=== block 1 ===
### Placement view, block 1

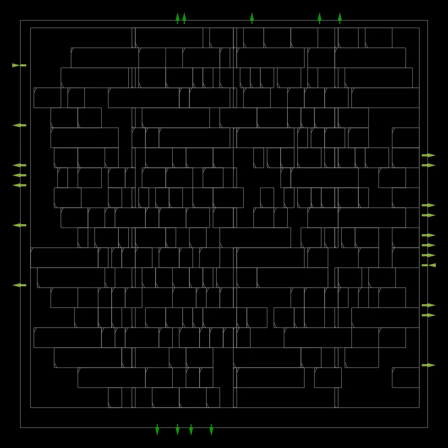

## config.mk

```make
export PLATFORM = sky130hd
export DESIGN_NAME = sincronizador_vga
export DESIGN_NICKNAME = d
export VERILOG_FILES = /design/src/rtl/vga_pkg.sv /design/src/rtl/divisor_pixel.sv /design/src/rtl/sincronizador_vga.sv
export SDC_FILE = /design/constraint.sdc
export NUM_CORES = 1
export LEC_CHECK = 0
export ABC_CLOCK_PERIOD_IN_PS = 2200
export CAP_MARGIN = 20
export CORE_UTILIZATION = 52
export CTS_CLUSTER_SIZE = 8
export DETAILED_ROUTE_END_ITERATION = 7
export GPL_TIMING_DRIVEN = 1
export PLACE_DENSITY = 0.79
export SLEW_MARGIN = 40
export SYNTH_ARGS = -nofsm -noshare
export SYNTH_HDL_FRONTEND = slang
export SYNTH_SLANG_ARGS = --single-unit
```

## constraint.sdc

```tcl
create_clock -name CLK -period 2.2 [get_ports CLK]
set_input_delay 0.33 -clock CLK [delete_from_list [all_inputs] [get_ports CLK]]
set_output_delay 0.33 -clock CLK [all_outputs]
set_load 0.02 [all_outputs]
```

## src/rtl/vga_pkg.sv

```systemverilog
// Shared 640x480@60 timing constants for the VGA sync generator and the pixel generator.
// Sync start/end positions are derived here so both blocks agree on one definition.
package vga_pkg;

    localparam int COORD_W   = 10;

    localparam int H_DISPLAY = 640;
    localparam int H_FP      = 16;
    localparam int H_SYNC    = 96;
    localparam int H_BP      = 48;
    localparam int H_TOTAL   = H_DISPLAY + H_FP + H_SYNC + H_BP;

    localparam int V_DISPLAY = 480;
    localparam int V_FP      = 10;
    localparam int V_SYNC    = 2;
    localparam int V_BP      = 33;
    localparam int V_TOTAL   = V_DISPLAY + V_FP + V_SYNC + V_BP;

    localparam int H_SYNC_START = H_DISPLAY + H_FP;
    localparam int H_SYNC_END   = H_SYNC_START + H_SYNC - 1;
    localparam int V_SYNC_START = V_DISPLAY + V_FP;
    localparam int V_SYNC_END   = V_SYNC_START + V_SYNC - 1;

    typedef logic [COORD_W-1:0] coord_t;

endpackage

```

## src/rtl/divisor_pixel.sv

```systemverilog
// Pixel-rate divider: a free-running modulo-CLK_DIV counter whose terminal count
// is the single-cycle pixel enable.
module divisor_pixel #(
    parameter int CLK_DIV = 1
) (
    input  logic CLK,
    input  logic RST,
    output logic p_tick
);

    localparam int CNT_W = (CLK_DIV > 1) ? $clog2(CLK_DIV) : 1;
    localparam logic [CNT_W-1:0] CNT_LAST = CNT_W'(CLK_DIV - 1);

    logic [CNT_W-1:0] div_cnt;

    // NOTE: sequential state uses non-blocking assignments so every flop samples pre-edge values.
    always_ff @(posedge CLK or posedge RST) begin
        if (RST)
            div_cnt <= '0;
        else if (div_cnt == CNT_LAST)
            div_cnt <= '0;
        else
            div_cnt <= div_cnt + 1'b1;
    end

    // Gated by RST so no downstream state can see an enable while reset is asserted.
    assign p_tick = (div_cnt == CNT_LAST) && !RST;

endmodule

```

## src/rtl/sincronizador_vga.sv

```systemverilog
// VGA raster timing generator: pixel/line counters with registered sync, blanking
// and frame-start decode, all aligned to the coordinates presented in the same cycle.
module sincronizador_vga #(
    parameter int CLK_DIV   = 1,
    parameter bit SYNC_POL  = 1'b0,
    parameter int H_DISPLAY = vga_pkg::H_DISPLAY,
    parameter int H_FP      = vga_pkg::H_FP,
    parameter int H_SYNC    = vga_pkg::H_SYNC,
    parameter int H_BP      = vga_pkg::H_BP,
    parameter int V_DISPLAY = vga_pkg::V_DISPLAY,
    parameter int V_FP      = vga_pkg::V_FP,
    parameter int V_SYNC    = vga_pkg::V_SYNC,
    parameter int V_BP      = vga_pkg::V_BP
) (
    input  logic       CLK,
    input  logic       RST,
    output logic       p_tick,
    output logic [9:0] pix_x,
    output logic [9:0] pix_y,
    output logic       hsync,
    output logic       vsync,
    output logic       video_on,
    output logic       frame_start
);

    localparam int H_TOTAL = H_DISPLAY + H_FP + H_SYNC + H_BP;
    localparam int V_TOTAL = V_DISPLAY + V_FP + V_SYNC + V_BP;

    localparam vga_pkg::coord_t X_LAST   = 10'(H_TOTAL - 1);
    localparam vga_pkg::coord_t Y_LAST   = 10'(V_TOTAL - 1);
    localparam vga_pkg::coord_t X_VIS    = 10'(H_DISPLAY);
    localparam vga_pkg::coord_t Y_VIS    = 10'(V_DISPLAY);
    localparam vga_pkg::coord_t HS_FIRST = 10'(H_DISPLAY + H_FP);
    localparam vga_pkg::coord_t HS_LAST  = 10'(H_DISPLAY + H_FP + H_SYNC - 1);
    localparam vga_pkg::coord_t VS_FIRST = 10'(V_DISPLAY + V_FP);
    localparam vga_pkg::coord_t VS_LAST  = 10'(V_DISPLAY + V_FP + V_SYNC - 1);

    vga_pkg::coord_t next_x, next_y;
    logic            x_last, y_last, wrap;
    logic            hs_act, vs_act;

    divisor_pixel #(.CLK_DIV(CLK_DIV)) u_divisor (
        .CLK    (CLK),
        .RST    (RST),
        .p_tick (p_tick)
    );

    // Decode is taken from the next coordinates so registered outputs line up with pix_x/pix_y.
    always_comb begin
        x_last = (pix_x == X_LAST);
        y_last = (pix_y == Y_LAST);
        wrap   = x_last && y_last;
        next_x = x_last ? '0 : pix_x + 1'b1;
        next_y = pix_y;
        if (x_last)
            next_y = y_last ? '0 : pix_y + 1'b1;
        hs_act = (next_x >= HS_FIRST) && (next_x <= HS_LAST);
        vs_act = (next_y >= VS_FIRST) && (next_y <= VS_LAST);
    end

    always_ff @(posedge CLK or posedge RST) begin
        if (RST) begin
            pix_x       <= '0;
            pix_y       <= '0;
            hsync       <= ~SYNC_POL;
            vsync       <= ~SYNC_POL;
            video_on    <= 1'b1;
            frame_start <= 1'b0;
        end else if (p_tick) begin
            pix_x       <= next_x;
            pix_y       <= next_y;
            hsync       <= hs_act ? SYNC_POL : ~SYNC_POL;
            vsync       <= vs_act ? SYNC_POL : ~SYNC_POL;
            video_on    <= (next_x < X_VIS) && (next_y < Y_VIS);
            frame_start <= wrap;
        end
    end

endmodule

```

=== block 2 ===
**config.mk**
```make
export PLATFORM = sky130hd
export DESIGN_NAME = baseline_tracker
export DESIGN_NICKNAME = d
export VERILOG_FILES = /design/src/rtl/baseline_pkg.sv /design/src/rtl/baseline_tracker_decim_acc.sv /design/src/rtl/baseline_tracker.sv
export SDC_FILE = /design/constraint.sdc
export NUM_CORES = 1
export LEC_CHECK = 0
export ABC_AREA = 1
export CORE_ASPECT_RATIO = 0.9
export CORE_UTILIZATION = 52
export CTS_CLUSTER_DIAMETER = 80
export DETAILED_ROUTE_END_ITERATION = 10
export PLACE_DENSITY = 0.69
export SLEW_MARGIN = 20
export SYNTH_ARGS = -nofsm -noshare
export SYNTH_HDL_FRONTEND = slang
export SYNTH_SLANG_ARGS = --single-unit
```
**constraint.sdc**
```tcl
create_clock -name clk -period 4.4 [get_ports clk]
set_input_delay 0.88 -clock clk [delete_from_list [all_inputs] [get_ports clk]]
set_output_delay 0.88 -clock clk [all_outputs]
set_load 0.01 [all_outputs]
```
**src/rtl/baseline_pkg.sv**
```systemverilog
// baseline_pkg: shared constants, defaults and width helper for baseline_tracker
package baseline_pkg;
   localparam int MODE_FROZEN  = 0;
   localparam int MODE_SLIDING = 1;
   localparam int DEF_DIN_W  = 25;
   localparam int DEF_N0     = 5;
   localparam int DEF_N1     = 5;
   localparam int DEF_N2     = 6;
   localparam int DEF_HIST   = 8;
   localparam int DEF_BASE_N = 4;
   localparam int DEF_SHIFT  = 8;
   localparam int DEF_MODE   = MODE_FROZEN;
   function automatic int clog2w(input int n);
      int r = 0;
      while ((1 << r) < n) r++;
      return r;
   endfunction
endpackage

```
**src/rtl/baseline_tracker_decim_acc.sv**
```systemverilog
// decim_acc: non-overlapping window summer, emits one sum per N accepted inputs
module decim_acc
   import baseline_pkg::*;
#(
   parameter int W_IN  = 8,
   parameter int N     = 2,
   parameter int W_OUT = W_IN + clog2w(N)
) (
   input  logic                    clk,
   input  logic                    rst,
   input  logic signed [W_IN-1:0]  in,
   input  logic                    in_valid,
   output logic signed [W_OUT-1:0] out,
   output logic                    out_valid
);
   localparam int CW = clog2w(N);
   logic [CW-1:0] cnt;
   logic signed [W_OUT-1:0] acc;
   logic signed [W_OUT-1:0] sum;
   assign sum = acc + W_OUT'(in);
   always_ff @(posedge clk) begin
      if (rst) begin
         cnt       <= '0;
         acc       <= '0;
         out       <= '0;
         out_valid <= 1'b0;
      end else begin
         out_valid <= 1'b0;
         if (in_valid) begin
            if (cnt == CW'(N - 1)) begin
               out       <= sum;
               out_valid <= 1'b1;
               acc       <= '0;
               cnt       <= '0;
            end else begin
               acc <= sum;
               cnt <= cnt + 1'b1;
            end
         end
      end
   end
endmodule

```
**src/rtl/baseline_tracker.sv**
```systemverilog
// baseline_tracker: three-level decimation, level-2 history and shifted baseline
// with frozen/sliding update modes and relock.
module baseline_tracker
   import baseline_pkg::*;
#(
   parameter int DIN_W  = DEF_DIN_W,
   parameter int N0     = DEF_N0,
   parameter int N1     = DEF_N1,
   parameter int N2     = DEF_N2,
   parameter int HIST   = DEF_HIST,
   parameter int BASE_N = DEF_BASE_N,
   parameter int SHIFT  = DEF_SHIFT,
   parameter int MODE   = DEF_MODE,
   localparam int W0     = DIN_W + clog2w(N0),
   localparam int W1     = W0 + clog2w(N1),
   localparam int W2     = W1 + clog2w(N2),
   localparam int DOUT_W = W2 + clog2w(BASE_N)
) (
   input  logic                     clk,
   input  logic                     rst,
   input  logic signed [DIN_W-1:0]  din,
   input  logic                     din_valid,
   input  logic                     en,
   input  logic                     relock,
   output logic signed [DOUT_W-1:0] dout,
   output logic                     dout_valid,
   output logic                     locked
);
   localparam int FW = clog2w(HIST + 1);
   logic signed [W0-1:0] l0;
   logic signed [W1-1:0] l1;
   logic signed [W2-1:0] l2;
   logic l0_v, l1_v, l2_v;
   logic signed [W2-1:0] hist [HIST];
   logic [FW-1:0] fill;
   logic full, upd;
   logic signed [DOUT_W-1:0] base_sum;
   decim_acc #(.W_IN(DIN_W), .N(N0), .W_OUT(W0)) u_l0 (
      .clk(clk), .rst(rst), .in(din), .in_valid(din_valid && !en), .out(l0), .out_valid(l0_v)
   );
   decim_acc #(.W_IN(W0), .N(N1), .W_OUT(W1)) u_l1 (
      .clk(clk), .rst(rst), .in(l0), .in_valid(l0_v), .out(l1), .out_valid(l1_v)
   );
   decim_acc #(.W_IN(W1), .N(N2), .W_OUT(W2)) u_l2 (
      .clk(clk), .rst(rst), .in(l1), .in_valid(l1_v), .out(l2), .out_valid(l2_v)
   );
   assign full = fill == FW'(HIST);
   always_comb begin
      base_sum = '0;
      for (int i = HIST - BASE_N; i < HIST; i++) base_sum += DOUT_W'(hist[i]);
   end
   // upd delays the dout update one cycle so the baseline sees the freshly shifted history
   always_ff @(posedge clk) begin
      if (rst) begin
         for (int i = 0; i < HIST; i++) hist[i] <= '0;
         fill       <= '0;
         upd        <= 1'b0;
         dout       <= '0;
         dout_valid <= 1'b0;
         locked     <= 1'b0;
      end else begin
         dout_valid <= 1'b0;
         upd        <= 1'b0;
         if (relock) begin
            for (int i = 0; i < HIST; i++) hist[i] <= '0;
            if (l2_v) hist[0] <= l2;
            fill   <= l2_v ? FW'(1) : '0;
            locked <= 1'b0;
         end else begin
            if (l2_v && !(MODE == MODE_FROZEN && full)) begin
               hist[0] <= l2;
               for (int i = 1; i < HIST; i++) hist[i] <= hist[i-1];
               fill <= full ? fill : fill + 1'b1;
               upd  <= fill >= FW'(HIST - 1);
            end
            if (upd) begin
               dout       <= base_sum >>> SHIFT;
               dout_valid <= 1'b1;
               locked     <= 1'b1;
            end
         end
      end
   end
endmodule

```
### I/O nets highlighted, block 2

Scale bar: 50 microns.
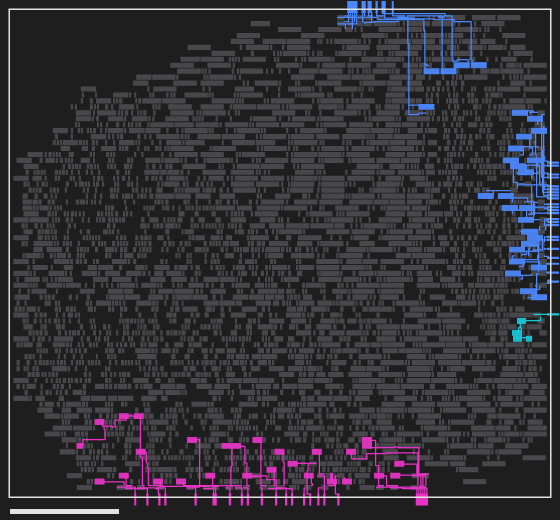
| colour | port | bits | direction | edge | end cells | buffers | wire |
|---|---|---|---|---|---|---|---|
| magenta | din | 25 | input | bottom | 29 | 25 | 773 microns |
| cyan | relock | 1 | input | right | 5 | 1 | 38.0 microns |
| blue | dout | 36 | output | 23 right, 13 top | 28 | 36 | 941 microns |
IO Pins: 68
port bufs: 67

==> qor.yml, block 2 <==
run_status:
  status: "finished with violations"
  violations: "design-rule violations"
die:
  rows: 80
detailed_routing:
  drc_errors: 20
  viasPerCell: 5.079
  dr_wl_met3_mm: 3.565
  met2WireLength_mm: 27.88
setup_path:
  worst_r2r_startpoint: "hist[1][24]"
layout:
  final-seq-area_sq_um: 12830
  ff_count: 505
  seq_area_share_pct: 41.12
global_routing:
  grt_pass1_wl_mm: 104.5
  track_usage_pct: 23.55
timing:
  tightest_slew_ps: 918.7
  fin_crit_ps: 3186
yosys:
  postSynthCellCount: 3525
  flop_cell: "edfxtp_1"
  yosys_cells: 3525
-- block 2: state kept, by name, summed over array words and instances (netlist names), 4 cells and up --
register	flops
u_l0.acc	28
dout	28
u_l1.acc	31
u_l2.acc	34
hist	272
u_l1.out	31
u_l0.out	28
u_l2.out	34
fill	4
-- block 2: critical path, delay by kind of cell (launching register included) --
family,cells,cell delay [ps]
AND-OR/OR-AND,4,740
adder cells (fa/ha/maj),3,1360
buffers and inverters,2,240
flip-flops,1,360
AND/OR/NAND/NOR,4,370
-- block 2: synthesized netlist by cell type (6+ instances only) --
cell type    n  area share (%)
o21bai_1     6            0.16
nand3_1    174             3.1
xnor2_1     29            0.90
a21oi_1    295             5.3
or2_1        7            0.16
o21ai_0    151             2.7
xor2_1      26            0.81
ha_1       129             5.7
a21o_1       9            0.24
nand3b_1    14            0.37
buf_2       31            0.55
buf_4        8            0.21
clkbuf_1    57            0.76
nand4_1     25            0.56
inv_1      640             8.6
o21a_1      12            0.32
a22o_1       8            0.25
nor3_1      21            0.37
or2_2       12            0.27
fa_1        71             5.1
nand2_2     16            0.36
edfxtp_1   272              29
nor2_1     508             6.8
nand2_1    732             9.8
dfxtp_1    233              17
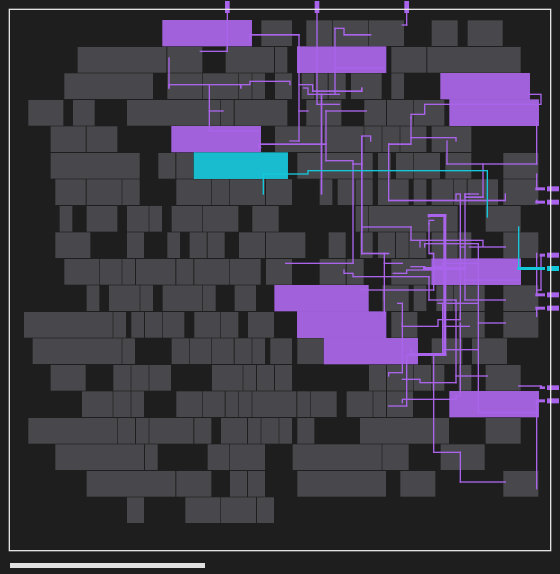
*I/O nets highlighted, block 1*
Scale bar: 20 microns.
| colour | port | bits | direction | edge | end cells | buffers | wire |
|---|---|---|---|---|---|---|---|
| cyan | vsync | 1 | output | right | 1 | 1 | 36.9 microns |
| purple | pix_x | 10 | output | 7 right, 3 top | 10 | 14 | 507 microns |

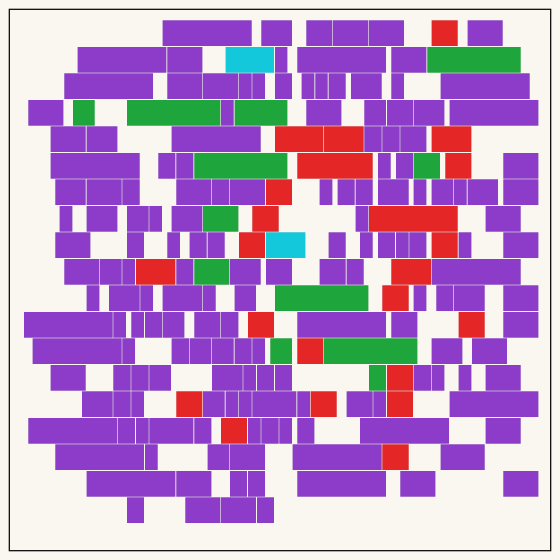
*Drive-strength map, block 1*
| colour | size | cells | share |
|---|---|---|---|
| cyan | drive 6 and up | 2 | 0.99% |
| green | drive 2 | 12 | 5.9% |
| red | drive 3 to 4 | 23 | 11% |
| purple | drive 1 or less | 165 | 82% |

Notes on 'Placement view' of block 1 above:
Layout fillers: 216
final core occ: 69.93%

==> qor.yml, block 1 <==
setup_path:
  crit_top_cell: "and4_4"
  critical-path-top-delay-family: "AND-OR/OR-AND gates"
  path_cells: "ha_4 > and4_4 > and4_4 > nand3_2 > xor2_1 > a2111o_1 > o32a_1"
detailed_routing:
  viasPerCell: 5.888
global_routing:
  grt.met1_usage_pct: 34.15
power_and_ir_drop:
  comb_power_share_pct: 42.1
  switching_share_pct: 38.01
  p_clk_share_pct: 15.0
  fin_total_pwr_w: 0.001545
layout:
  inverters: 6
  multi_input_comb_cells: 128
  logic_area_sq_um: 837.1
timing:
  fin_ws_ps: 42.03
yosys:
  ys_seq_elements: 24
  postSynthCellCount: 167
clock_tree:
  cts_setup_buffers: 0
  h-tree-depth: 1
run_status:
  status: "finished clean"
==> block 1: registers in the layout (all words and copies together) (netlist names) <==
signal       count
hsync            1
pix_y           10
pix_x           10
vsync            1
frame_start      1
video_on         1
==> block 1: worst max-delay path by stage <==
stage / endpoint / startpoint / cells after the start
floorplan: vsync / pix_x[0] / 7
global placement: vsync / pix_x[0] / 7
CTS: vsync / pix_x[0] / 7
finish: vsync / pix_x[0] / 7
global route: vsync / pix_x[0] / 7
detailed placement: vsync / pix_x[0] / 7
==> block 1: synthesized netlist by cell type (2+ instances only) <==
| library cell | number |
|---|---|
| clkbuf_1 | 2 |
| buf_2 | 3 |
| xor2_1 | 7 |
| mux2i_1 | 2 |
| nand2_1 | 19 |
| nor3_1 | 8 |
| nor2_1 | 16 |
| buf_4 | 2 |
| a21oi_1 | 7 |
| dfrtp_1 | 21 |
| o31ai_1 | 3 |
| nand4_1 | 4 |
| ha_1 | 4 |
| and4_4 | 2 |
| nand3_1 | 12 |
| o32a_1 | 2 |
| inv_1 | 5 |
| o21ai_0 | 11 |
| dfstp_2 | 3 |
| xnor2_1 | 6 |
| or3_1 | 4 |
| a21o_1 | 2 |

## Gallery

Wiring by layer.
shot_01.png
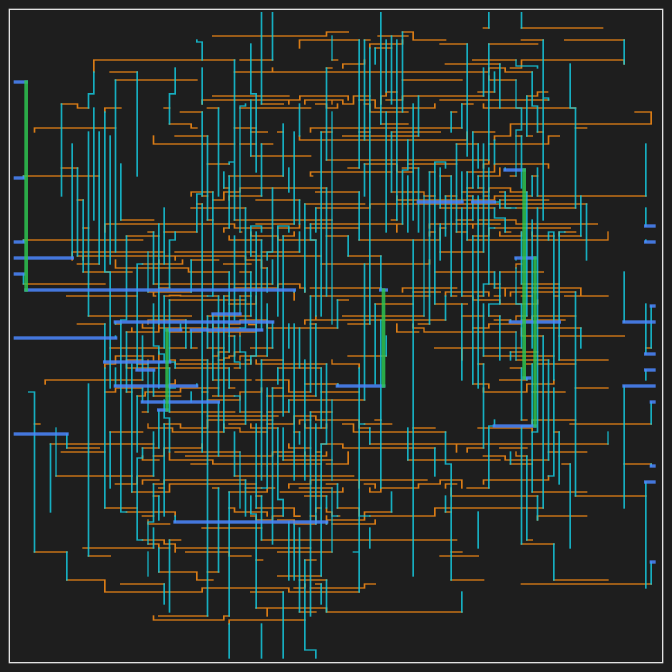
shot_02.png
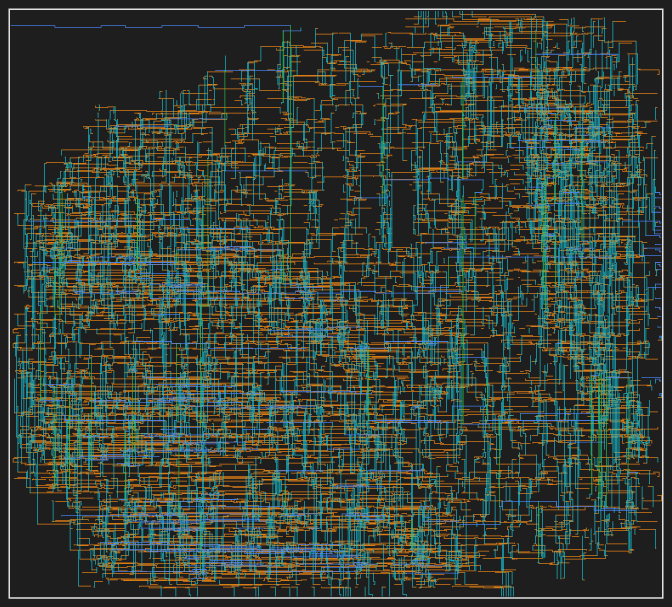
Of these, most wire: shot_02.png
shot_01.png -> block 1
shot_02.png -> block 2


=== block 3 ===
### Placement by cell class, block 3

Fill, decap, tap and diode cells in grey.
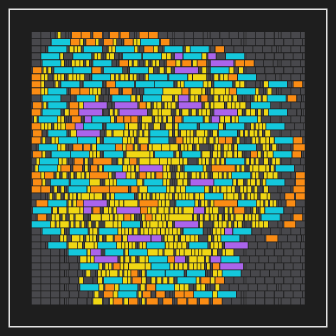

==> src/rtl/lcd_rgb_rx.sv <==
// lcd_rgb_rx: parallel RGB565 receiver (DE/HS/VS/RGB). It registers the
// raw port, rebuilds a pixel stream with x/y coordinates, measures the
// active resolution of every frame and reports lock once consecutive
// frames agree. Line boundaries come from DE edges only. HS is registered
// and polarity-normalised but does not drive any logic.
module lcd_rgb_rx #(
  parameter logic HS_ACT      = 1'b0,
  parameter logic VS_ACT      = 1'b0,
  parameter int   LOCK_FRAMES = 2
) (
  input  logic        lcd_pclk,
  input  logic        rst,
  input  logic        lcd_de,
  input  logic        lcd_hs,
  input  logic        lcd_vs,
  input  logic [15:0] lcd_rgb,
  output logic        pixel_valid,
  output logic [15:0] pixel_data,
  output logic [10:0] pixel_xpos,
  output logic [10:0] pixel_ypos,
  output logic        frame_start,
  output logic        line_end,
  output logic [10:0] h_disp,
  output logic [10:0] v_disp,
  output logic        locked,
  output logic        frame_err
);

  localparam logic [10:0] XY_MAX = 11'd2047;
  localparam logic [3:0]  CNT_MAX = 4'd15;
  localparam logic [3:0]  LOCK_N = 4'(LOCK_FRAMES);

  // input stage
  logic        de_d;
  logic        hs_d;
  logic        vs_d;
  logic [15:0] rgb_d;

  // frame tracking state
  logic        synced;
  logic        vs_act_q;
  logic [10:0] x;
  logic [10:0] y;
  logic [10:0] line_w;
  logic        have_line;
  logic        line_act;
  logic        ovf;
  logic        incons;
  logic [3:0]  match_cnt;

  // combinational helpers
  logic        vs_act;
  logic        hs_act_unused;
  logic        vs_rise;
  logic        accept;
  logic        line_done;
  logic [10:0] x_inc;
  logic [10:0] y_inc;
  logic        ovf_nxt;
  logic        incons_nxt;
  logic [10:0] frame_h;
  logic [10:0] frame_v;
  logic        frame_ok;
  logic        same_dims;
  logic [3:0]  match_nxt;

  assign vs_act        = (vs_d == VS_ACT);
  assign hs_act_unused = (hs_d == HS_ACT);

  // Register every raw input; reset parks the syncs at their idle level so
  // that leaving reset never looks like a VS edge.
  always_ff @(posedge lcd_pclk) begin
    if (rst) begin
      de_d  <= 1'b0;
      hs_d  <= ~HS_ACT;
      vs_d  <= ~VS_ACT;
      rgb_d <= '0;
    end else begin
      de_d  <= lcd_de;
      hs_d  <= lcd_hs;
      vs_d  <= lcd_vs;
      rgb_d <= lcd_rgb;
    end
  end

  // Edge detection and the frame verdict, including a line that completes
  // in the very cycle VS rises.
  always_comb begin
    vs_rise    = vs_act & ~vs_act_q;
    accept     = synced & de_d & ~vs_act;
    line_done  = line_act & ~de_d;
    x_inc      = (x == XY_MAX) ? x : x + 11'd1;
    y_inc      = (y == XY_MAX) ? y : y + 11'd1;
    ovf_nxt    = ovf | (accept & (x == XY_MAX)) | (line_done & (y == XY_MAX));
    incons_nxt = incons | (de_d & vs_act) | (line_done & have_line & (x != line_w));
    frame_h    = have_line ? line_w : x;
    frame_v    = y + {10'd0, line_done};
    frame_ok   = (have_line | line_done) & ~ovf_nxt & ~incons_nxt;
    same_dims  = (frame_h == h_disp) && (frame_v == v_disp);
    match_nxt  = 4'd0;
    if (frame_ok) begin
      if (same_dims) match_nxt = (match_cnt == CNT_MAX) ? CNT_MAX : match_cnt + 4'd1;
      else           match_nxt = 4'd1;
    end
  end

  // Pixel stream, line accounting and per-frame evaluation.
  always_ff @(posedge lcd_pclk) begin
    if (rst) begin
      synced      <= 1'b0;
      vs_act_q    <= 1'b0;
      x           <= '0;
      y           <= '0;
      line_w      <= '0;
      have_line   <= 1'b0;
      line_act    <= 1'b0;
      ovf         <= 1'b0;
      incons      <= 1'b0;
      match_cnt   <= '0;
      pixel_valid <= 1'b0;
      pixel_data  <= '0;
      pixel_xpos  <= '0;
      pixel_ypos  <= '0;
      frame_start <= 1'b0;
      line_end    <= 1'b0;
      h_disp      <= '0;
      v_disp      <= '0;
      locked      <= 1'b0;
      frame_err   <= 1'b0;
    end else begin
      vs_act_q    <= vs_act;
      pixel_valid <= 1'b0;
      frame_start <= 1'b0;
      line_end    <= 1'b0;
      frame_err   <= 1'b0;
      if (!synced) begin
        if (vs_rise) begin
          synced      <= 1'b1;
          frame_start <= 1'b1;
        end
      end else begin
        if (accept) begin
          pixel_valid <= 1'b1;
          pixel_data  <= rgb_d;
          pixel_xpos  <= x;
          pixel_ypos  <= y;
          x           <= x_inc;
          line_act    <= 1'b1;
        end
        if (line_done) begin
          line_end  <= 1'b1;
          x         <= '0;
          line_act  <= 1'b0;
          y         <= y_inc;
          have_line <= 1'b1;
          if (!have_line) line_w <= x;
        end
        ovf    <= ovf_nxt;
        incons <= incons_nxt;
        if (vs_rise) begin
          frame_start <= 1'b1;
          match_cnt   <= match_nxt;
          locked      <= (match_nxt >= LOCK_N);
          if (frame_ok) begin
            h_disp <= frame_h;
            v_disp <= frame_v;
          end else begin
            frame_err <= 1'b1;
          end
          x         <= '0;
          y         <= '0;
          line_w    <= '0;
          have_line <= 1'b0;
          line_act  <= 1'b0;
          ovf       <= 1'b0;
          incons    <= 1'b0;
        end
      end
    end
  end

endmodule

==> config.mk <==
export PLATFORM = sky130hd
export DESIGN_NAME = lcd_rgb_rx
export DESIGN_NICKNAME = d
export VERILOG_FILES = /design/src/rtl/lcd_rgb_rx.sv
export SDC_FILE = /design/constraint.sdc
export NUM_CORES = 1
export LEC_CHECK = 0
export ABC_AREA = 1
export ABC_CLOCK_PERIOD_IN_PS = 2100
export CAP_MARGIN = 20
export CORE_MARGIN = 8
export CORE_UTILIZATION = 49
export DETAILED_ROUTE_END_ITERATION = 8
export PLACE_DENSITY = 0.86
export SLEW_MARGIN = 20
export SYNTH_ARGS = -nofsm -noshare
export SYNTH_HDL_FRONTEND = slang
export SYNTH_SLANG_ARGS = --single-unit
==> constraint.sdc <==
create_clock -name lcd_pclk -period 2.1 [get_ports lcd_pclk]
set_input_delay 0.63 -clock lcd_pclk [delete_from_list [all_inputs] [get_ports lcd_pclk]]
set_output_delay 0.63 -clock lcd_pclk [all_outputs]
set_load 0.02 [all_outputs]
=== block 4 ===
`config.mk`:
```
export PLATFORM = sky130hd
export DESIGN_NAME = i2c_bmp180_target_flat
export DESIGN_NICKNAME = d
export VERILOG_FILES = /design/src/rtl/i2c_bmp180_target_if.sv /design/src/rtl/i2c_bmp180_target.sv /design/src/flat_wrapper.sv
export SDC_FILE = /design/constraint.sdc
export NUM_CORES = 1
export LEC_CHECK = 0
export CORE_MARGIN = 1.5
export CORE_UTILIZATION = 30
export DETAILED_ROUTE_END_ITERATION = 7
export GPL_TIMING_DRIVEN = 0
export PLACE_DENSITY = 0.63
export SLEW_MARGIN = 40
export SYNTH_ARGS = -nofsm -noshare
export SYNTH_HDL_FRONTEND = slang
export SYNTH_SLANG_ARGS = --single-unit
export TNS_END_PERCENT = 50
```
`constraint.sdc`:
```
create_clock -name clk -period 3.46 [get_ports clk]
set_input_delay 0.692 -clock clk [delete_from_list [all_inputs] [get_ports clk]]
set_output_delay 0.692 -clock clk [all_outputs]
set_load 0.01 [all_outputs]
```
`src/rtl/i2c_bmp180_target_if.sv`:
```
`default_nettype none
// ============================================================================
// i2c_bmp180_target_if
// Two-wire bus bundle: SCL, the resolved SDA line level and the target's
// open-drain pull-down enable (SDA is only ever pulled to 0, never driven 1).
// Revision: 1.0
// ============================================================================
interface i2c_bmp180_target_if;
  logic scl;
  logic sda;
  logic sda_oe;

  modport master (output scl, input sda, input sda_oe);
  modport slave  (input scl, input sda, output sda_oe);
endinterface
`default_nettype wire

```
`src/rtl/i2c_bmp180_target.sv`:
```
`default_nettype none
// ============================================================================
// i2c_bmp180_target
// I2C target emulating the BMP180 register map, pointer auto-increment and
// the timed conversion cycle.
// Revision: 1.0
// ============================================================================
module i2c_bmp180_target #(
  parameter logic [6:0] ADDR        = 7'h77,
  parameter logic [7:0] CHIP_ID     = 8'h55,
  parameter int         CONV_CYCLES = 4500
) (
  input  logic                  clk,
  input  logic                  reset,
  i2c_bmp180_target_if.slave    bus,
  input  logic [15:0]           ut,
  input  logic [23:0]           up,
  input  logic [175:0]          calib,
  output logic [7:0]            ctrl,
  output logic                  busy,
  output logic [3:0]            state
);
  localparam int CNT_W = $clog2(CONV_CYCLES + 1);

  localparam logic [3:0] S_IDLE      = 4'd0;
  localparam logic [3:0] S_ADDR      = 4'd1;
  localparam logic [3:0] S_ADDR_ACK  = 4'd2;
  localparam logic [3:0] S_REG       = 4'd3;
  localparam logic [3:0] S_REG_ACK   = 4'd4;
  localparam logic [3:0] S_WDATA     = 4'd5;
  localparam logic [3:0] S_WDATA_ACK = 4'd6;
  localparam logic [3:0] S_RDATA     = 4'd7;
  localparam logic [3:0] S_RACK      = 4'd8;

  function automatic logic maj3(input logic [2:0] v);
    return (v[0] & v[1]) | (v[0] & v[2]) | (v[1] & v[2]);
  endfunction

  logic [2:0]       r_scl_sh, r_sda_sh;
  logic             r_scl_f, r_sda_f, r_scl_fd, r_sda_fd;
  logic [3:0]       r_state;
  logic [3:0]       r_bitcnt;
  logic [6:0]       r_shift;
  logic [6:0]       r_tx;
  logic [7:0]       r_ptr;
  logic             r_rw;
  logic             r_oe;
  logic [7:0]       r_ctrl;
  logic [23:0]      r_out;
  logic [CNT_W-1:0] r_cnt;

  logic       w_scl_rise, w_scl_fall, w_start, w_stop, w_last, w_wr;
  logic [7:0] w_byte, w_rd_byte;
  logic [10:0] w_cbit;

  // Two sync stages plus one history sample feed the majority vote.
  always_ff @(posedge clk or negedge reset) begin
    if (!reset) begin
      r_scl_sh <= 3'b111;
      r_sda_sh <= 3'b111;
      r_scl_f  <= 1'b1;
      r_sda_f  <= 1'b1;
      r_scl_fd <= 1'b1;
      r_sda_fd <= 1'b1;
    end else begin
      r_scl_sh <= {r_scl_sh[1:0], bus.scl};
      r_sda_sh <= {r_sda_sh[1:0], bus.sda};
      r_scl_f  <= maj3(r_scl_sh);
      r_sda_f  <= maj3(r_sda_sh);
      r_scl_fd <= r_scl_f;
      r_sda_fd <= r_sda_f;
    end
  end

  assign w_scl_rise = r_scl_f & ~r_scl_fd;
  assign w_scl_fall = ~r_scl_f & r_scl_fd;
  assign w_start    = r_scl_f & r_scl_fd & r_sda_fd & ~r_sda_f;
  assign w_stop     = r_scl_f & r_scl_fd & ~r_sda_fd & r_sda_f;
  assign w_byte     = {r_shift, r_sda_f};
  assign w_last     = (r_bitcnt == 4'd7);
  assign w_wr       = ~w_stop & ~w_start & w_scl_rise & w_last & (r_state == S_WDATA);
  assign w_cbit     = {8'hBF - r_ptr, 3'b000};

  always_comb begin
    w_rd_byte = 8'h00;
    if (r_ptr == 8'hD0)                          w_rd_byte = CHIP_ID;
    else if (r_ptr >= 8'hAA && r_ptr <= 8'hBF)   w_rd_byte = calib[w_cbit +: 8];
    else if (r_ptr == 8'hF4)                     w_rd_byte = r_ctrl;
    else if (r_ptr == 8'hF6)                     w_rd_byte = r_out[23:16];
    else if (r_ptr == 8'hF7)                     w_rd_byte = r_out[15:8];
    else if (r_ptr == 8'hF8)                     w_rd_byte = r_out[7:0];
  end

  // ACK states: first SCL fall pulls SDA, the rise marks the 9th clock,
  // the second fall leaves the state.
  always_ff @(posedge clk or negedge reset) begin
    if (!reset) begin
      r_state  <= S_IDLE;
      r_bitcnt <= 4'd0;
      r_shift  <= 7'd0;
      r_tx     <= 7'd0;
      r_ptr    <= 8'h00;
      r_rw     <= 1'b0;
      r_oe     <= 1'b0;
    end else if (w_stop) begin
      r_state <= S_IDLE;
      r_oe    <= 1'b0;
    end else if (w_start) begin
      r_state  <= S_ADDR;
      r_bitcnt <= 4'd0;
      r_oe     <= 1'b0;
    end else begin
      case (r_state)
        S_ADDR, S_REG, S_WDATA: begin
          if (w_scl_rise) begin
            r_shift  <= w_byte[6:0];
            r_bitcnt <= r_bitcnt + 4'd1;
            if (w_last) begin
              r_bitcnt <= 4'd0;
              case (r_state)
                S_ADDR: begin
                  if (w_byte[7:1] == ADDR) begin
                    r_state <= S_ADDR_ACK;
                    r_rw    <= w_byte[0];
                  end else begin
                    r_state <= S_IDLE;
                  end
                end
                S_REG: begin
                  r_ptr   <= w_byte;
                  r_state <= S_REG_ACK;
                end
                default: begin
                  r_ptr   <= r_ptr + 8'd1;
                  r_state <= S_WDATA_ACK;
                end
              endcase
            end
          end
        end
        S_ADDR_ACK, S_REG_ACK, S_WDATA_ACK: begin
          if (w_scl_rise) begin
            r_bitcnt <= 4'd1;
          end else if (w_scl_fall) begin
            if (r_bitcnt == 4'd0) begin
              r_oe <= 1'b1;
            end else begin
              r_bitcnt <= 4'd0;
              if (r_state == S_ADDR_ACK && r_rw) begin
                r_state <= S_RDATA;
                r_tx    <= w_rd_byte[6:0];
                r_oe    <= ~w_rd_byte[7];
              end else begin
                r_state <= (r_state == S_ADDR_ACK) ? S_REG : S_WDATA;
                r_oe    <= 1'b0;
              end
            end
          end
        end
        S_RDATA: begin
          if (w_scl_rise) begin
            r_bitcnt <= r_bitcnt + 4'd1;
            if (w_last) begin
              r_bitcnt <= 4'd0;
              r_state  <= S_RACK;
            end
          end else if (w_scl_fall) begin
            r_tx <= {r_tx[5:0], 1'b0};
            r_oe <= ~r_tx[6];
          end
        end
        S_RACK: begin
          if (w_scl_rise) begin
            if (r_sda_f) begin
              r_state <= S_IDLE;
            end else begin
              r_ptr    <= r_ptr + 8'd1;
              r_bitcnt <= 4'd1;
            end
          end else if (w_scl_fall) begin
            if (r_bitcnt == 4'd0) begin
              r_oe <= 1'b0;
            end else begin
              r_bitcnt <= 4'd0;
              r_state  <= S_RDATA;
              r_tx     <= w_rd_byte[6:0];
              r_oe     <= ~w_rd_byte[7];
            end
          end
        end
        default: ;
      endcase
    end
  end

  // A register write placed after the countdown wins, so a busy rewrite restarts it.
  always_ff @(posedge clk or negedge reset) begin
    if (!reset) begin
      r_ctrl <= 8'h00;
      r_out  <= 24'h000000;
      r_cnt  <= '0;
    end else begin
      if (r_ctrl[5]) begin
        if (r_cnt <= CNT_W'(1)) begin
          r_ctrl[5] <= 1'b0;
          r_cnt     <= '0;
          if (r_ctrl[4:0] == 5'h0E)      r_out <= {ut, 8'h00};
          else if (r_ctrl[4:0] == 5'h14) r_out <= up;
        end else begin
          r_cnt <= r_cnt - CNT_W'(1);
        end
      end
      if (w_wr) begin
        if (r_ptr == 8'hF4) begin
          r_ctrl <= w_byte;
          if (w_byte[5]) r_cnt <= CNT_W'(CONV_CYCLES);
        end else if (r_ptr == 8'hE0 && w_byte == 8'hB6) begin
          r_ctrl <= 8'h00;
          r_out  <= 24'h000000;
          r_cnt  <= '0;
        end
      end
    end
  end

  assign bus.sda_oe = r_oe;
  assign ctrl       = r_ctrl;
  assign busy       = r_ctrl[5];
  assign state      = r_state;
endmodule
`default_nettype wire

```
`src/flat_wrapper.sv`:
```
// flat-port wrapper written by rule: the top's interface ports become plain ports
module i2c_bmp180_target_flat 
#(
  parameter logic [6:0] ADDR        = 7'h77,
  parameter logic [7:0] CHIP_ID     = 8'h55,
  parameter int         CONV_CYCLES = 4500
)
  (clk, reset, ut, up, calib, ctrl, busy, state, bus_scl, bus_sda, bus_sda_oe);
  i2c_bmp180_target_if bus_i ();
  input  logic clk;
  input  logic reset;
  input  logic [15:0] ut;
  input  logic [23:0] up;
  input  logic [175:0] calib;
  output logic [7:0] ctrl;
  output logic busy;
  output logic [3:0] state;
  input wire logic [$bits(bus_i.scl)-1:0] bus_scl;
  input wire logic [$bits(bus_i.sda)-1:0] bus_sda;
  output wire logic [$bits(bus_i.sda_oe)-1:0] bus_sda_oe;
  assign bus_i.scl = bus_scl;
  assign bus_i.sda = bus_sda;
  assign bus_sda_oe = bus_i.sda_oe;
  i2c_bmp180_target #(.ADDR(ADDR), .CHIP_ID(CHIP_ID), .CONV_CYCLES(CONV_CYCLES)) u_core (.clk(clk), .reset(reset), .bus(bus_i), .ut(ut), .up(up), .calib(calib), .ctrl(ctrl), .busy(busy), .state(state));
endmodule
```
### Wiring by layer, block 4

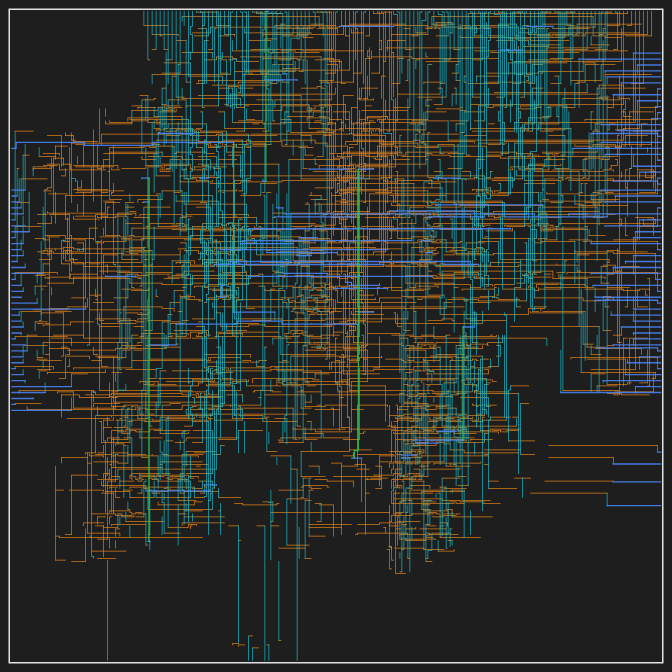
| colour | layer | wire length |
|---|---|---|
| orange | met1 | 10400 microns |
| green | met4 | 253 microns |
| cyan | met2 | 11000 microns |
| blue | met3 | 1430 microns |

==> qor.yml, block 4 <==
placed_design:
  port_buffers: 233
timing:
  fin_crit_sh_pct: 91.06
  fin_crit_ps: 3151
layout:
  largest_cell_class: "logic gates"
  nNetsFinal: 1133
  multi_input_comb_cells: 500
  final_util_pct: 44.97
die:
  nWellTaps: 275
  rows: 53
power_and_ir_drop:
  p_clk_w: 0.00105
  ir_drop_uv: 243.4
setup_path:
  cpPeakStageDelay_ps: 350
  worstSetupStartpoint: "u_core.r_ptr[0]"
  ff2ff_path_depth: 11
  crit_fanout: 10
yosys:
  synthAdderAreaFrac_pct: 2.273
run_status:
  status: "finished clean"
global_routing:
  track_usage_pct: 20.41
==> block 4: cells in the mapped netlist (3+ instances only) <==
library cell  instances
dfrtp_1              77
nor2_1               69
mux4_2               34
clkbuf_1             33
nand2_1              33
a21oi_1              28
a211oi_1             21
inv_1                21
mux2_2               21
nor3_1               20
o22ai_1              19
a221oi_1             16
o21ai_0              16
mux2i_1              15
a22o_1               14
buf_2                12
nand3_1              12
a31oi_1              11
nand2b_1             11
a32oi_1              10
dfstp_2              10
ha_1                 10
nor2b_1               8
nor4_1                8
o21ai_1               8
xnor2_1               8
o2bb2ai_1             7
o31ai_1               7
or3_1                 7
a221o_1               6
and3_1                5
nand3b_1              5
nand4_1               5
nor3b_1               5
a21o_1                4
buf_1                 4
a2bb2oi_1             3
and2_1                3
nor4b_1               3
or3b_1                3
==> block 4: routing by layer <==
layer	part of all wire, %	GRT usage (%)	up-vias
met5	0	0	-
met4	1.1	5.050	0
met2	48	32.57	210
met3	6.2	3.486	14
met1	45	28.64	3128
li1	-	-	3069
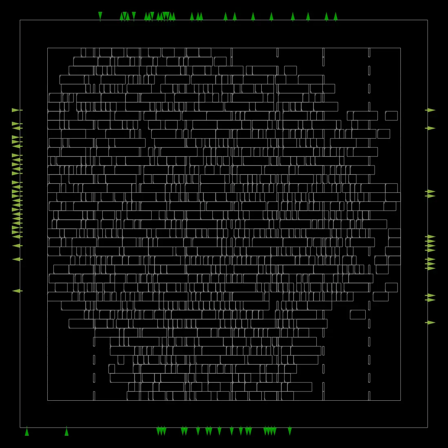
*Placement view, block 3*
final core occ: 67.37%
Flops: 126
row cnt: 39

About 'Placement by cell class' of block 3:
| colour | class | cells | share of their area |
|---|---|---|---|
| cyan | flip-flops | 126 | 34% |
| purple | clock drivers and dummy loads | 32 | 8.0% |
| orange | other buffers and delay cells | 123 | 17% |
| yellow | all other logic | 630 | 41% |

==> qor.yml, block 3 <==
detailed_routing:
  dr_wl_met3_mm: 1.312
  drc_errors: 0
global_routing:
  track_usage_pct: 20.33
  grt_pass1_vias: 5335
setup_path:
  ff2ff_path_depth: 19
  worst_r2r_startpoint: "de_d"
  critical-path-top-delay-family: "simple AND/OR/NAND/NOR gates"
  critical_path_depth: 19
worst_hold_path:
  hp-start: "rgb_d[4]"
  whs_path_depth: 2
die:
  die_w_microns: 122.7
yosys:
  mux_share_pct: 0
  synth_area_per_cell_sq_um: 7.111
  yosys_area_sq_um: 5575
  async_reset_ff_share_pct: 0
  yosys_warnings: 0
run_status:
  status: "finished with violations"
  violations: "negative setup slack"
timing:
  finalSetupViolCount: 5
  hold_viol_final: 0
  fin_ws_ps: -109.5
power_and_ir_drop:
  seq_power_share_pct: 42.7
  cellInternalPower_w: 0.004290
layout:
  clock_buffers: 17
  largest_cell_class: "logic gates"
  layout.nonclk_buf_share_pct: 16.44
  final-seq-area_sq_um: 2530
placed_design:
  dp_cells: 1014
clock_tree:
  cts_tree: "done"
## block 3: layout by cell type, fill, tap and decap left out, types with 3 or more instances in the layout
master	instances
nand3b_1	4
inv_8	7
nor2_1	105
buf_12	5
a21oi_2	4
xor2_1	6
nand3_1	34
dfxtp_1	120
a21oi_1	61
o21ai_1	8
nand2_2	3
buf_4	31
inv_1	83
nor2_4	10
dlymetal6s2s_1	6
inv_6	5
o211ai_1	3
dfxtp_2	6
xnor2_1	5
clkdlybuf4s50_1	77
o22ai_1	7
nand3_2	8
inv_2	8
nor3_1	6
clkbuf_16	19
nand2_1	174
nor2_2	6
o21ai_0	65
nand4_1	8
## block 3: through the flow
stage / power (W) / util (%) / area, sq um
2_1_floorplan: 0.002690 / - / 5575
4_1_cts: 0.005772 / 65.45 / 7377
3_3_place_gp: 0.002836 / 59.73 / 6733
3_5_place_dp: 0.002843 / 59.73 / 6733
5_1_grt: 0.005937 / 67.37 / 7594
6_report: 0.005761 / 67.37 / 7594
## block 3: sequential cells by signal, summed over array words and instances, names as in the netlist, 4 cells and up
signal and flops:
h_disp 11, line_w 11, match_cnt 4, pixel_data 16, pixel_xpos 11, pixel_ypos 11
rgb_d 16, v_disp 11, x 11, y 11

=== block 5 ===
===== src/rtl/ex_mem_stage.sv =====
// ex_mem_stage
//   Pipeline register between the execute (ALU) stage and memory/writeback.
//   Captures the ALU result together with destination/control, resolves the
//   branch outcome at capture time, and presents the beat downstream.
//
//   Handshake (both sides): a beat moves when valid & ready are both high at
//   a rising clock edge. A valid beat and its payload stay stable until that
//   edge. InReady is driven from a flop and never depends on OutReady in the
//   same cycle. A two-entry skid buffer (main + skid) still allows one
//   transfer per cycle.
//
// Ports
//   clk, rst_n                     clock, asynchronous active-low reset
//   InValid / InReady              upstream handshake
//   Result, Zero, Rd, RegWrite,    upstream payload (ALU result, zero flag,
//   Branch, BranchNe               destination register, control)
//   Flush                          drops held entries and the incoming beat
//   OutValid / OutReady            downstream handshake
//   OutResult, OutRd,              main entry payload
//   OutRegWrite, BranchTaken
module ex_mem_stage #(
  parameter int DATA_WIDTH     = 32,
  parameter int REG_ADDR_WIDTH = 5
) (
  input  logic                      clk,
  input  logic                      rst_n,
  input  logic                      InValid,
  output logic                      InReady,
  input  logic [DATA_WIDTH-1:0]     Result,
  input  logic                      Zero,
  input  logic [REG_ADDR_WIDTH-1:0] Rd,
  input  logic                      RegWrite,
  input  logic                      Branch,
  input  logic                      BranchNe,
  input  logic                      Flush,
  output logic                      OutValid,
  input  logic                      OutReady,
  output logic [DATA_WIDTH-1:0]     OutResult,
  output logic [REG_ADDR_WIDTH-1:0] OutRd,
  output logic                      OutRegWrite,
  output logic                      BranchTaken
);

  // Main entry drives the outputs directly.
  logic                      main_valid;
  logic [DATA_WIDTH-1:0]     main_result;
  logic [REG_ADDR_WIDTH-1:0] main_rd;
  logic                      main_regwrite;
  logic                      main_taken;

  // Skid entry absorbs the beat accepted while main is stalled.
  logic                      skid_valid;
  logic [DATA_WIDTH-1:0]     skid_result;
  logic [REG_ADDR_WIDTH-1:0] skid_rd;
  logic                      skid_regwrite;
  logic                      skid_taken;

  logic accept;
  logic drain;
  logic in_regwrite;
  logic in_taken;

  // Qualified control computed once at capture; writes to x0 never leave
  // this stage. Branch and BranchNe together simply yield taken.
  assign in_regwrite = RegWrite & (Rd != '0);
  assign in_taken    = (Branch & Zero) | (BranchNe & ~Zero);

  assign InReady  = ~skid_valid;
  assign accept   = InValid & InReady;
  assign drain    = main_valid & OutReady;

  assign OutValid    = main_valid;
  assign OutResult   = main_result;
  assign OutRd       = main_rd;
  assign OutRegWrite = main_regwrite;
  assign BranchTaken = main_taken;

  always_ff @(posedge clk or negedge rst_n) begin
    if (!rst_n) begin
      main_valid    <= 1'b0;
      main_result   <= '0;
      main_rd       <= '0;
      main_regwrite <= 1'b0;
      main_taken    <= 1'b0;
      skid_valid    <= 1'b0;
      skid_result   <= '0;
      skid_rd       <= '0;
      skid_regwrite <= 1'b0;
      skid_taken    <= 1'b0;
    end else if (Flush) begin
      // Payload registers keep their old contents; only validity matters.
      main_valid <= 1'b0;
      skid_valid <= 1'b0;
    end else if (skid_valid && drain) begin
      // InReady is low here, so no new beat can arrive this cycle.
      main_result   <= skid_result;
      main_rd       <= skid_rd;
      main_regwrite <= skid_regwrite;
      main_taken    <= skid_taken;
      skid_valid    <= 1'b0;
    end else if (accept && (!main_valid || drain)) begin
      main_valid    <= 1'b1;
      main_result   <= Result;
      main_rd       <= Rd;
      main_regwrite <= in_regwrite;
      main_taken    <= in_taken;
    end else if (accept) begin
      // Main is held and not draining: park the beat in the skid entry.
      skid_valid    <= 1'b1;
      skid_result   <= Result;
      skid_rd       <= Rd;
      skid_regwrite <= in_regwrite;
      skid_taken    <= in_taken;
    end else if (drain) begin
      main_valid <= 1'b0;
    end
  end

endmodule


===== config.mk =====
export PLATFORM = sky130hd
export DESIGN_NAME = ex_mem_stage
export DESIGN_NICKNAME = d
export VERILOG_FILES = /design/src/rtl/ex_mem_stage.sv
export SDC_FILE = /design/constraint.sdc
export NUM_CORES = 1
export LEC_CHECK = 0
export CORE_MARGIN = 2
export CORE_UTILIZATION = 45
export DETAILED_ROUTE_END_ITERATION = 7
export MAX_ROUTING_LAYER = met4
export PLACE_DENSITY = 0.76
export SLEW_MARGIN = 15
export SYNTH_ARGS = -nofsm -noshare
export SYNTH_HDL_FRONTEND = slang
export SYNTH_SLANG_ARGS = --single-unit

===== constraint.sdc =====
create_clock -name clk -period 1.5 [get_ports clk]
set_input_delay 0.3 -clock clk [delete_from_list [all_inputs] [get_ports clk]]
set_output_delay 0.3 -clock clk [all_outputs]
set_load 0.01 [all_outputs]

==> qor.yml <==
die:
  core_sq_um: 8175
  rows: 33
  die_height_microns: 95.68
power_and_ir_drop:
  p_clk_w: 0.00164
  p_switching_w: 0.001760
  p_clk_share_pct: 27.4
  p_leak_nw: 2.249
  switching_share_pct: 29.31
  fin_total_pwr_w: 0.006006
  cellInternalPower_w: 0.004245
  power_density_nw_per_um2: 1148
detailed_routing:
  drtAntennaViolNets: 0
  routed_wirelength_mm: 9.209
  met1Wirelength_mm: 3.914
  highest-signal-layer: "met4"
  routedWlPerCell_microns: 16.10
yosys:
  mux_share_pct: 11.31
  async_reset_ff_share_pct: 100.0
  largest_area_cell: "dfrtp_1"
  synth_cell_types: 30
  yosys_cells: 359
  compound_area_share_pct: 16.94
setup_path:
  crit_path_end_kind: "primary output"
  path_cells: "inv_1 > dlygate4sd2_1"
  required_ps: 1200
  ff2ff_path_depth: 4
  crit_end: "InReady"
run:
  drv_cap: 0
global_routing:
  met2_usage_pct: 33.86
  track_usage_pct: 21.95
  grt_max_degree: 81
  antenna_found_initial: 0
layout:
  logic_area_sq_um: 1469
  nNetsFinal: 508
clock_tree:
  worstSkewPairLatency_ps: 350
  h-tree-depth: 3
  cts_tree: "done"
timing:
  fin_crit_ps: 1436
  slew_viol_final: 0
  hold_viol_final: 0
  tightest_slew_ps: 433.0
  fin_crit_sh_pct: 95.75
run_status:
  status: "finished clean"
placed_design:
  port_buffers: 86
  pre_cts_ws_ps: -307.2
## stage by stage
step,TNS (ps),cells
after global routing,-0.04841,572
after floorplan,0,359
final,0,572
after global placement,-14730,553
after CTS,-421.1,572
after detailed placement,-19020,553
## registers in the layout, summed over array words and instances, names as in the netlist
name	flops
OutResult	32
skid_result	32
OutRd	5
skid_rd	5
BranchTaken	1
OutRegWrite	1
OutValid	1
skid_regwrite	1
skid_taken	1
skid_valid	1
## repair_timing
item	CTS	global route
hold endpoints to repair	80	0
setup buffers	2	0
endpoints found under the setup margin	41	62
gates resized	43	11
gates cloned	0	1
hold buffers	1	0
pin swaps	1	1
## synthesized netlist by cell type (2+ instances only)
master     n
dfrtp_1   80
nand2_1   75
a31oi_1   56
inv_1     40
mux2i_1   39
a31oi_2   20
buf_2     13
clkbuf_1   5
buf_6      4
buf_4      3
a21oi_1    2
buf_12     2
clkbuf_4   2
o21ai_0    2
## final cells by class
class,count,area share (%)
multi-input cells,209,28.07
repair buffers,121,24.25
well taps,105,2.511
clock buffers,12,2.965
inverters,41,2.941
flip-flops and latches,80,38.28
clock inverters,4,0.9804
## critical path: cells and delay by family (launching register included)
family	cells	cell delay (ps)
flip-flops	1	460
buffers and inverters	2	340
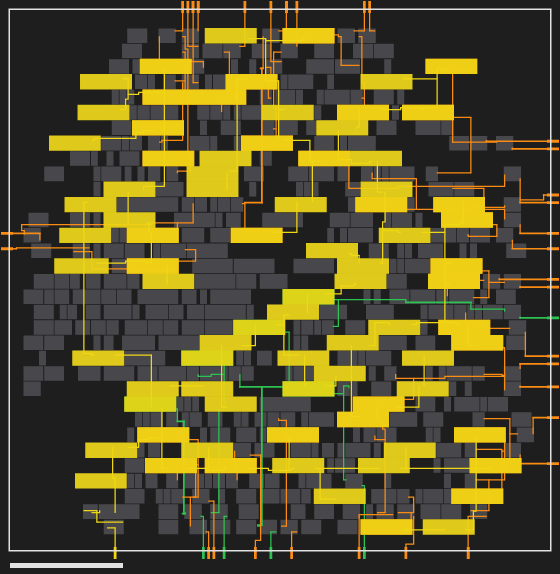
*I/O nets highlighted, block 5*
Scale bar: 20 microns.
| colour | port | bits | direction | edge | end cells | buffers | wire |
|---|---|---|---|---|---|---|---|
| green | OutRd | 5 | output | 4 bottom, 1 right | 5 | 5 | 194 microns |
| yellow | rst_n | 1 | input | bottom | 80 | 3 | 553 microns |
| orange | OutResult | 32 | output | 13 right, 10 top, 7 bottom, 2 left | 32 | 32 | 842 microns |

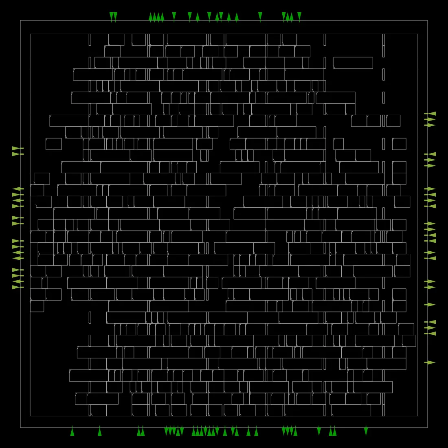
*Placement view, block 5*
register share of the cell area: 38.28%
Flops: 80
Taps Inserted: 105

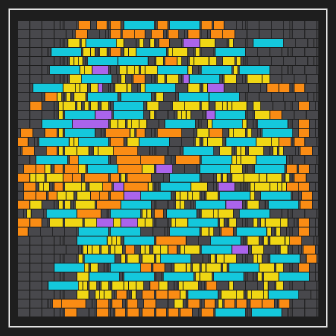
*Placement by cell class, block 5*
Fill, decap, tap and diode cells in grey.
| colour | class | cells | share of their area |
|---|---|---|---|
| cyan | flip-flops | 80 | 39% |
| yellow | all other logic | 250 | 32% |
| purple | clock drivers and dummy loads | 16 | 4.0% |
| orange | other buffers and delay cells | 121 | 25% |



## Gallery

Drive-strength map.
(a)
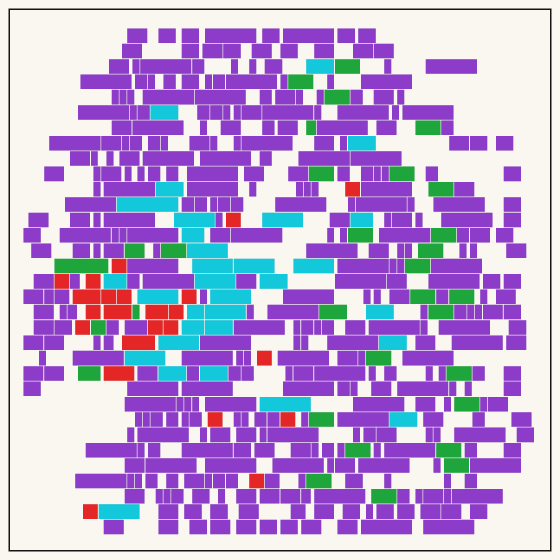
(b)
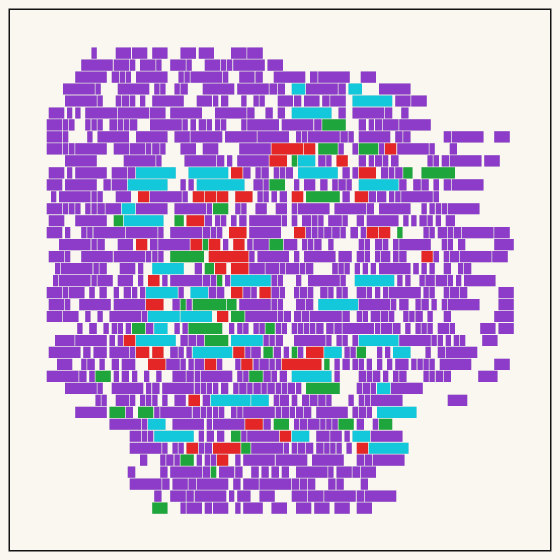
(c)
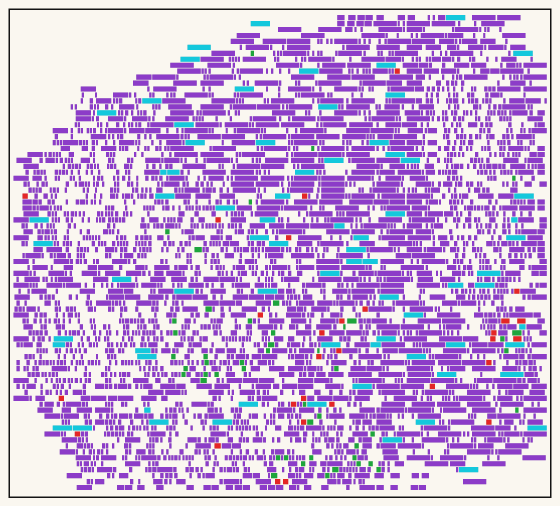
(d)
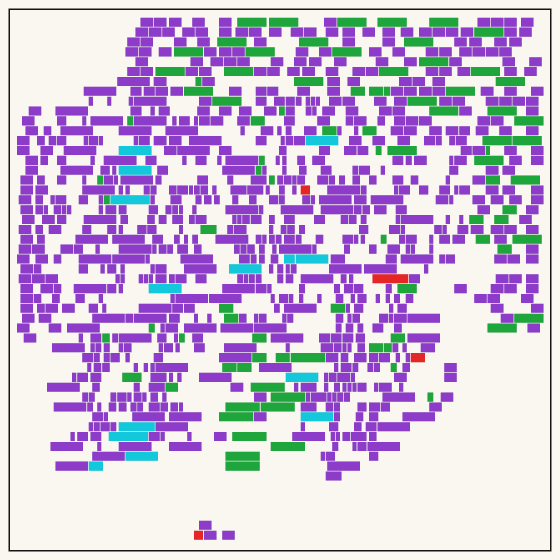
(c) is block 2.
(b) is block 3.
(a) is block 5.
(d) is block 4.

No activity file was given, so power comes from the tool's default toggle rates.
